# ---- design 1 ----
Fig. 1: design 1, local utilization
12 x 12 tiles, from black (low) to pale yellow (high), 0 to 100% covered.
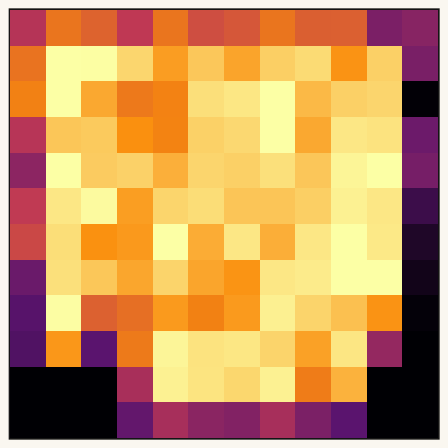

## config.mk

```make
export PLATFORM = sky130hd
export DESIGN_NAME = uart_rx_ctrl
export DESIGN_NICKNAME = d
export VERILOG_FILES = /design/src/rtl/uart_rx_ctrl.sv
export SDC_FILE = /design/constraint.sdc
export NUM_CORES = 1
export LEC_CHECK = 0
export CAP_MARGIN = 20
export CORE_UTILIZATION = 57
export DETAILED_ROUTE_END_ITERATION = 10
export PLACE_DENSITY = 0.79
export SLEW_MARGIN = 20
export SYNTH_ARGS = -nofsm -noshare
export SYNTH_HDL_FRONTEND = slang
export SYNTH_SLANG_ARGS = --single-unit
```

## constraint.sdc

```tcl
create_clock -name CLK -period 2.8 [get_ports CLK]
set_clock_uncertainty 0.2 [all_clocks]
set_input_delay 0.56 -clock CLK [delete_from_list [all_inputs] [get_ports CLK]]
set_output_delay 0.56 -clock CLK [all_outputs]
set_load 0.02 [all_outputs]
```

## src/rtl/uart_rx_ctrl.sv

```systemverilog
// UART RX sequencer: 3-sample mid-bit majority vote, start/parity/stop checks, deserializer strobes.
// Strobes are combinational from registered state; DataValid trails OutData by one cycle. Parity logic exists only with PARITY_CHECK_EN.
module uart_rx_ctrl #(
  parameter int DATA_WIDTH = 8
) (
  input  logic       CLK,
  input  logic       RST,
  input  logic       RX_IN,
  input  logic [5:0] Prescale,
  input  logic       PAR_EN,
  input  logic       PAR_TYP,
  output logic       SampledBit,
  output logic       DeserEn,
  output logic       OutData,
  output logic       DataValid,
  output logic       ParErr,
  output logic       StpErr
);

  localparam int BW = $clog2(DATA_WIDTH + 1);

`ifdef PARITY_CHECK_EN
  typedef enum logic [2:0] {
    IDLE   = 3'd0,
    START  = 3'd1,
    DATA   = 3'd2,
    PARITY = 3'd3,
    STOP   = 3'd4
  } state_t;
`else
  typedef enum logic [2:0] {
    IDLE  = 3'd0,
    START = 3'd1,
    DATA  = 3'd2,
    STOP  = 3'd4
  } state_t;
`endif

  state_t        state_q, state_d;
  logic [5:0]    e_q, e_d;
  logic [5:0]    p_q, p_d;
  logic [BW-1:0] bit_q, bit_d;
  logic          s0_q, s0_d;
  logic          s1_q, s1_d;
  logic          sb_q, sb_d;
  logic          err_q, err_d;
  logic          dv_q, dv_d;

`ifdef PARITY_CHECK_EN
  logic          acc_q, acc_d;
  logic          par_en_q, par_en_d;
  logic          par_typ_q, par_typ_d;
`else
  logic          unused_par;
  assign unused_par = PAR_EN ^ PAR_TYP;
`endif

  logic [5:0] p_eff;
  logic [5:0] half;
  logic [5:0] last;
  logic       mid;
  logic       end_bit;

  assign p_eff   = ((Prescale == 6'd8) || (Prescale == 6'd16) || (Prescale == 6'd32))
                   ? Prescale : 6'd8;
  assign half    = p_q >> 1;
  assign last    = p_q - 6'd1;
  assign mid     = (e_q == half + 6'd2);
  assign end_bit = (e_q == last);

  always_comb begin
    state_d = state_q;
    e_d     = e_q;
    p_d     = p_q;
    bit_d   = bit_q;
    s0_d    = s0_q;
    s1_d    = s1_q;
    sb_d    = sb_q;
    err_d   = err_q;
    DeserEn = 1'b0;
    OutData = 1'b0;
    ParErr  = 1'b0;
    StpErr  = 1'b0;
`ifdef PARITY_CHECK_EN
    acc_d     = acc_q;
    par_en_d  = par_en_q;
    par_typ_d = par_typ_q;
`endif

    if (state_q != IDLE) begin
      e_d = end_bit ? 6'd0 : e_q + 6'd1;
      if (e_q == half - 6'd1) s0_d = RX_IN;
      if (e_q == half)        s1_d = RX_IN;
      // The third capture feeds the vote directly so the result is usable at half+2.
      if (e_q == half + 6'd1) sb_d = (s0_q & s1_q) | (s0_q & RX_IN) | (s1_q & RX_IN);
    end

    case (state_q)
      IDLE: begin
        e_d = 6'd0;
        if (!RX_IN) begin
          state_d = START;
          e_d     = 6'd1;
          p_d     = p_eff;
`ifdef PARITY_CHECK_EN
          par_en_d  = PAR_EN;
          par_typ_d = PAR_TYP;
`endif
        end
      end
      START: begin
        if (mid && sb_q) begin
          state_d = IDLE;
          e_d     = 6'd0;
        end else if (end_bit) begin
          state_d = DATA;
        end
      end
      DATA: begin
        if (end_bit) begin
          DeserEn = 1'b1;
          bit_d   = bit_q + BW'(1);
`ifdef PARITY_CHECK_EN
          acc_d = acc_q ^ sb_q;
          if (bit_q == BW'(DATA_WIDTH - 1)) state_d = par_en_q ? PARITY : STOP;
`else
          if (bit_q == BW'(DATA_WIDTH - 1)) state_d = STOP;
`endif
        end
      end
`ifdef PARITY_CHECK_EN
      PARITY: begin
        if (mid && (sb_q != (acc_q ^ par_typ_q))) begin
          ParErr = 1'b1;
          err_d  = 1'b1;
        end
        if (end_bit) state_d = STOP;
      end
`endif
      STOP: begin
        if (mid && !sb_q) begin
          StpErr = 1'b1;
          err_d  = 1'b1;
        end
        if (end_bit) begin
          OutData = !err_q;
          state_d = IDLE;
          bit_d   = '0;
          err_d   = 1'b0;
`ifdef PARITY_CHECK_EN
          acc_d = 1'b0;
`endif
        end
      end
      default: begin
        state_d = IDLE;
        e_d     = 6'd0;
      end
    endcase

    dv_d = OutData;
  end

  always_ff @(posedge CLK or posedge RST) begin
    if (RST) begin
      state_q <= IDLE;
      e_q     <= 6'd0;
      p_q     <= 6'd8;
      bit_q   <= '0;
      s0_q    <= 1'b0;
      s1_q    <= 1'b0;
      sb_q    <= 1'b0;
      err_q   <= 1'b0;
      dv_q    <= 1'b0;
    end else begin
      state_q <= state_d;
      e_q     <= e_d;
      p_q     <= p_d;
      bit_q   <= bit_d;
      s0_q    <= s0_d;
      s1_q    <= s1_d;
      sb_q    <= sb_d;
      err_q   <= err_d;
      dv_q    <= dv_d;
    end
  end

`ifdef PARITY_CHECK_EN
  always_ff @(posedge CLK or posedge RST) begin
    if (RST) begin
      acc_q     <= 1'b0;
      par_en_q  <= 1'b0;
      par_typ_q <= 1'b0;
    end else begin
      acc_q     <= acc_d;
      par_en_q  <= par_en_d;
      par_typ_q <= par_typ_d;
    end
  end
`endif

  assign SampledBit = sb_q;
  assign DataValid  = dv_q;

endmodule

```

# ---- design 2 ----
## config.mk

```make
export PLATFORM = sky130hd
export DESIGN_NAME = jk_bank_driver
export DESIGN_NICKNAME = d
export VERILOG_FILES = /design/src/rtl/jk_bank_driver_pkg.sv /design/src/rtl/jk_excite.sv /design/src/rtl/jk_bank_driver.sv
export SDC_FILE = /design/constraint.sdc
export NUM_CORES = 1
export LEC_CHECK = 0
export CAP_MARGIN = 5
export CORE_ASPECT_RATIO = 0.9
export CORE_MARGIN = 3
export CORE_UTILIZATION = 49
export CTS_CLUSTER_SIZE = 10
export DETAILED_ROUTE_END_ITERATION = 10
export PLACE_DENSITY_LB_ADDON = 0.2
export SLEW_MARGIN = 20
export SYNTH_ARGS = -nofsm -noshare
export SYNTH_HDL_FRONTEND = slang
export SYNTH_SLANG_ARGS = --single-unit
```

## constraint.sdc

```tcl
create_clock -name clk -period 3.1 [get_ports clk]
set_input_delay 0.465 -clock clk [delete_from_list [all_inputs] [get_ports clk]]
set_output_delay 0.465 -clock clk [all_outputs]
set_load 0.02 [all_outputs]
```

## src/rtl/jk_bank_driver_pkg.sv

```systemverilog
// Shared state encodings and excitation-mode constants for the JK bank driver.
package jk_bank_driver_pkg;

    typedef enum logic [1:0] {
        IDLE  = 2'd0,
        DRIVE = 2'd1,
        CHECK = 2'd2
    } state_t;

    localparam int EXC_SET_RESET = 0;
    localparam int EXC_TOGGLE    = 1;

endpackage

```

## src/rtl/jk_excite.sv

```systemverilog
// Per-bit J/K excitation that moves a JK bank from its current Q to a target.
module jk_excite
    import jk_bank_driver_pkg::*;
#(
    parameter int WIDTH       = 4,
    parameter int TOGGLE_MODE = EXC_SET_RESET
) (
    input  logic [WIDTH-1:0] target,
    input  logic [WIDTH-1:0] q,
    output logic [WIDTH-1:0] j_next,
    output logic [WIDTH-1:0] k_next
);

    for (genvar i = 0; i < WIDTH; i++) begin : g_bit
        logic diff;
        assign diff = target[i] ^ q[i];
        if (TOGGLE_MODE == EXC_TOGGLE) begin : g_tog
            assign j_next[i] = diff;
            assign k_next[i] = diff;
        end else begin : g_sr
            // Set toward a 1 target, reset toward a 0 target; never both.
            assign j_next[i] = diff & target[i];
            assign k_next[i] = diff & ~target[i];
        end
    end

endmodule

```

## src/rtl/jk_bank_driver.sv

```systemverilog
// Drives a bank of external JK flip-flops to target words, verifying and retrying.
module jk_bank_driver
    import jk_bank_driver_pkg::*;
#(
    parameter int WIDTH       = 4,
    parameter int TOGGLE_MODE = 0,
    parameter int MAX_RETRY   = 2
) (
    input  logic             clk,
    input  logic             rst_n,
    input  logic             in_valid,
    output logic             in_ready,
    input  logic [WIDTH-1:0] in_data,
    input  logic [WIDTH-1:0] q_fb,
    output logic [WIDTH-1:0] j,
    output logic [WIDTH-1:0] k,
    output logic             done,
    output logic             err,
    output logic [3:0]       retries
);

    localparam logic [3:0] MAX_R = 4'(MAX_RETRY);

    state_t           state, state_n;
    logic [WIDTH-1:0] tgt, tgt_n;
    logic [3:0]       cnt, cnt_n;
    logic [WIDTH-1:0] j_n, k_n;
    logic             done_n, err_n;
    logic [3:0]       retries_n;
    logic [WIDTH-1:0] exc_tgt, j_x, k_x;

    // A single excitation unit serves both the accept and the retry path.
    assign exc_tgt  = (state == IDLE) ? in_data : tgt;
    assign in_ready = (state == IDLE);

    jk_excite #(
        .WIDTH      (WIDTH),
        .TOGGLE_MODE(TOGGLE_MODE)
    ) u_excite (
        .target(exc_tgt),
        .q     (q_fb),
        .j_next(j_x),
        .k_next(k_x)
    );

    always_comb begin
        state_n   = state;
        tgt_n     = tgt;
        cnt_n     = cnt;
        j_n       = '0;
        k_n       = '0;
        done_n    = 1'b0;
        err_n     = err;
        retries_n = retries;
        unique case (state)
            IDLE: begin
                if (in_valid) begin
                    tgt_n   = in_data;
                    cnt_n   = '0;
                    j_n     = j_x;
                    k_n     = k_x;
                    state_n = DRIVE;
                end
            end
            DRIVE: state_n = CHECK;
            CHECK: begin
                if (q_fb == tgt) begin
                    state_n   = IDLE;
                    done_n    = 1'b1;
                    err_n     = 1'b0;
                    retries_n = cnt;
                end else if (cnt < MAX_R) begin
                    cnt_n   = cnt + 4'd1;
                    j_n     = j_x;
                    k_n     = k_x;
                    state_n = DRIVE;
                end else begin
                    state_n   = IDLE;
                    done_n    = 1'b1;
                    err_n     = 1'b1;
                    retries_n = cnt;
                end
            end
            default: state_n = IDLE;
        endcase
    end

    always_ff @(posedge clk or negedge rst_n) begin
        if (!rst_n) begin
            state   <= IDLE;
            tgt     <= '0;
            cnt     <= '0;
            j       <= '0;
            k       <= '0;
            done    <= 1'b0;
            err     <= 1'b0;
            retries <= '0;
        end else begin
            state   <= state_n;
            tgt     <= tgt_n;
            cnt     <= cnt_n;
            j       <= j_n;
            k       <= k_n;
            done    <= done_n;
            err     <= err_n;
            retries <= retries_n;
        end
    end

endmodule

```


==> screenshots <==
Gate families picked out.
The bar under the picture is 20 µm long.
picture 1
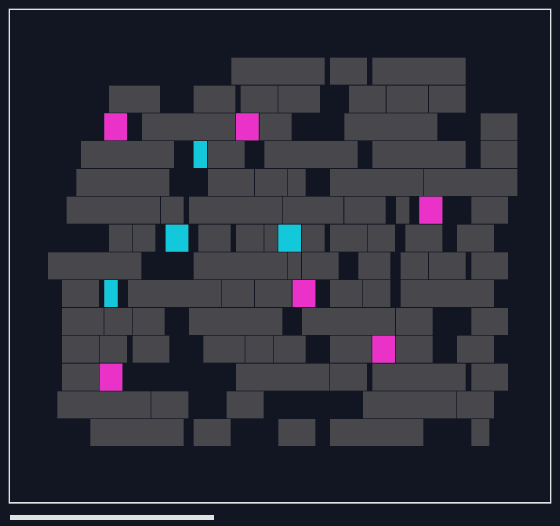
picture 2
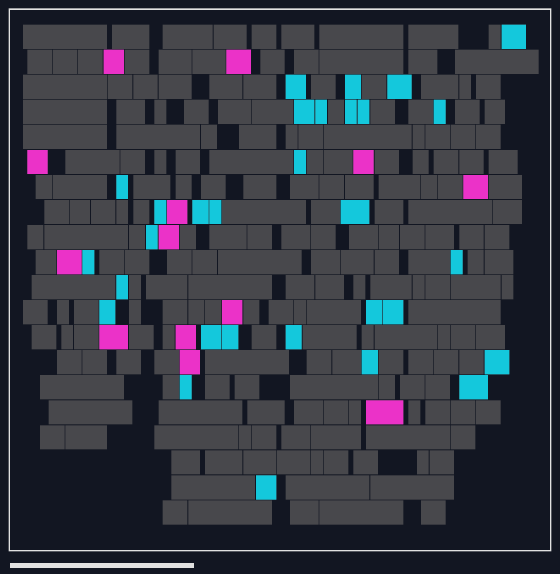
- most cells: picture 2
- largest die: picture 2
Design 2 is picture 1.
Design 1 is picture 2.

Key to picture 1:
legend:
  magenta:
    family: and/or cells
    cells: 6
  cyan:
    family: nand cells
    cells: 4

Fig. 2: design 1, cell outlines without signal wires
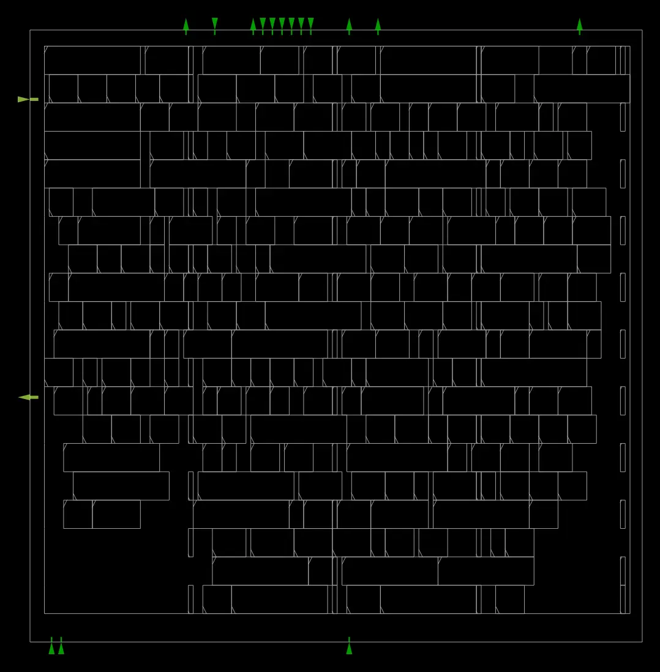
final cell utilization of the core: 79.06%
number of rows in the core area: 20
Fillers: 197
tally of non-filler cells in the final layout: 292
# Taps: 44

About Fig. 1:
fullest tile: 100%
emptiest ninth of the die: south-west
densest ninth of the die: centre
total core area: 3053 µm²
FP Util: 59.96%

==> out/results.tsv, design 1 <==
stage	metric	value	unit
status	status	finished with violations	
status	failing checks	negative setup slack	
sta	fraction of the cycle the final worst path needs	104.5	%
logic_synthesis	area fraction in and, or, nand and nor cells after synthesis	19.75	%
sta	Fmax achieved	0.3419	GHz
setup_path	setup slack of the most critical reg-to-reg path	0.19	ns
drt	length of routed wiring on met1	1.918	mm
clock_tree	clock edge transition at the registers on the reported setup and hold paths	0.12	ns
sta	final critical-path setup slack	-0.1247	ns
clock_tree	TritonCTS Buffers	3	
logic_synthesis	yosys-reported design area after synthesis	1831	µm²
power	total power	1.506	mW
layout	proportion of layout cells with a drive suffix above 1	32.26	%
setup_path	CP peak stage delay	0.41	ns
logic_synthesis	synthesized area divided by synthesized cell count	9.292	µm²
power	register share of total power	30.9	%
sta	number of failing setup endpoints in the final timing report	3	
logic_synthesis	net count after synthesis	217	
global_routing	met3 GRT Util	2.637	%
setup_path	kind of start point of the critical path	register	
power	cell internal power dissipation	871.1	µW
drt	routed length on met3	260	µm
drt	Antenna Nets Post-Route	0	
setup_path	CP bufs+invs	2	
global_routing	number of global-route vias before repair	1748	
sta	final count of hold timing violations	0	
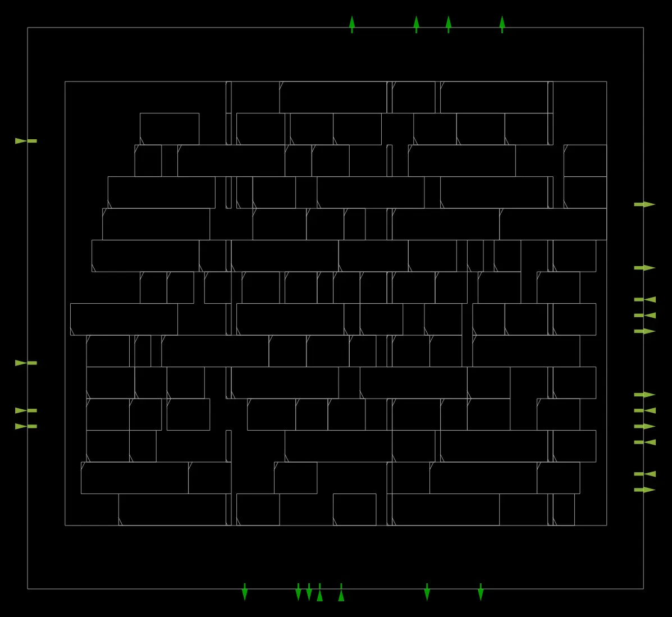
Fig. 3. Cell outlines without signal wires (design 2).
number of rows in the core area: 14
final cell utilization of the core: 72.28%
Fillers: 123
sequential cell count of the final layout: 24
# Taps: 24

==> out/results.tsv, design 2 <==
stage	metric	value	unit
status	status	finished, final reports clean	
floorplanning	chip footprint	2544	µm²
global_routing	met1 track utilization from global routing	18.18	%
drt	Via Count	654	
power	P_leak	0.6046	nW
floorplanning	FP Util	54.67	%
power	cell internal power dissipation	747.6	µW
global_routing	met3 GRT Util	6.422	%
drt	count of TritonRoute iterations in the first routing pass	4	
setup_path	CP peak stage delay	0.68	ns
logic_synthesis	yosys-reported design area after synthesis	967.2	µm²
layout	dominant logic cell types in the final layout	sky130_fd_sc_hd__dfrtp_1, sky130_fd_sc_hd__clkdlybuf4s50_1, sky130_fd_sc_hd__mux2_2	
setup_path	kind of start point of the critical path	register	
layout	non-clock inverter count in the final layout	1	
min_path	worst hold path type	in2async	
sta	final critical-path setup slack	0.8859	ns
sta	worst hold margin	0.09869	ns
floorplanning	die extent in y	48.15	µm
setup_path	CP bufs+invs	1	
logic_synthesis	synthesized area divided by synthesized cell count	14.02	µm²
floorplanning	Die X	52.83	µm
setup_path	Reg-to-Reg Start	tgt[1]	
layout	relative area of non-clock buffer cells in the final design	19.18	%


==> layout pictures side by side <==
I/O nets highlighted.
panel A
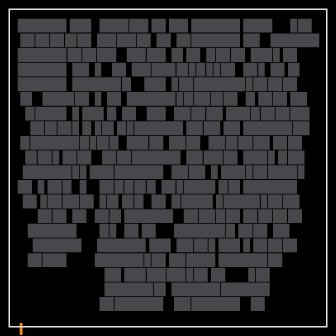
panel B
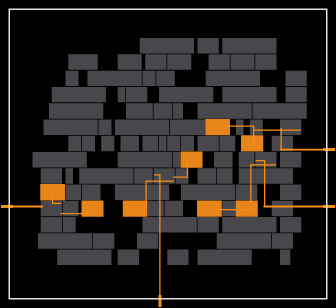
design 1: panel A
design 2: panel B
- most cells: panel A

Key to panel A:
legend:
  orange:
    port: PAR_EN
    bits: 1
    direction: input
    edge: south
    end_cells: 0
    buffers: 0

Power is estimated from default activity; no workload was simulated.
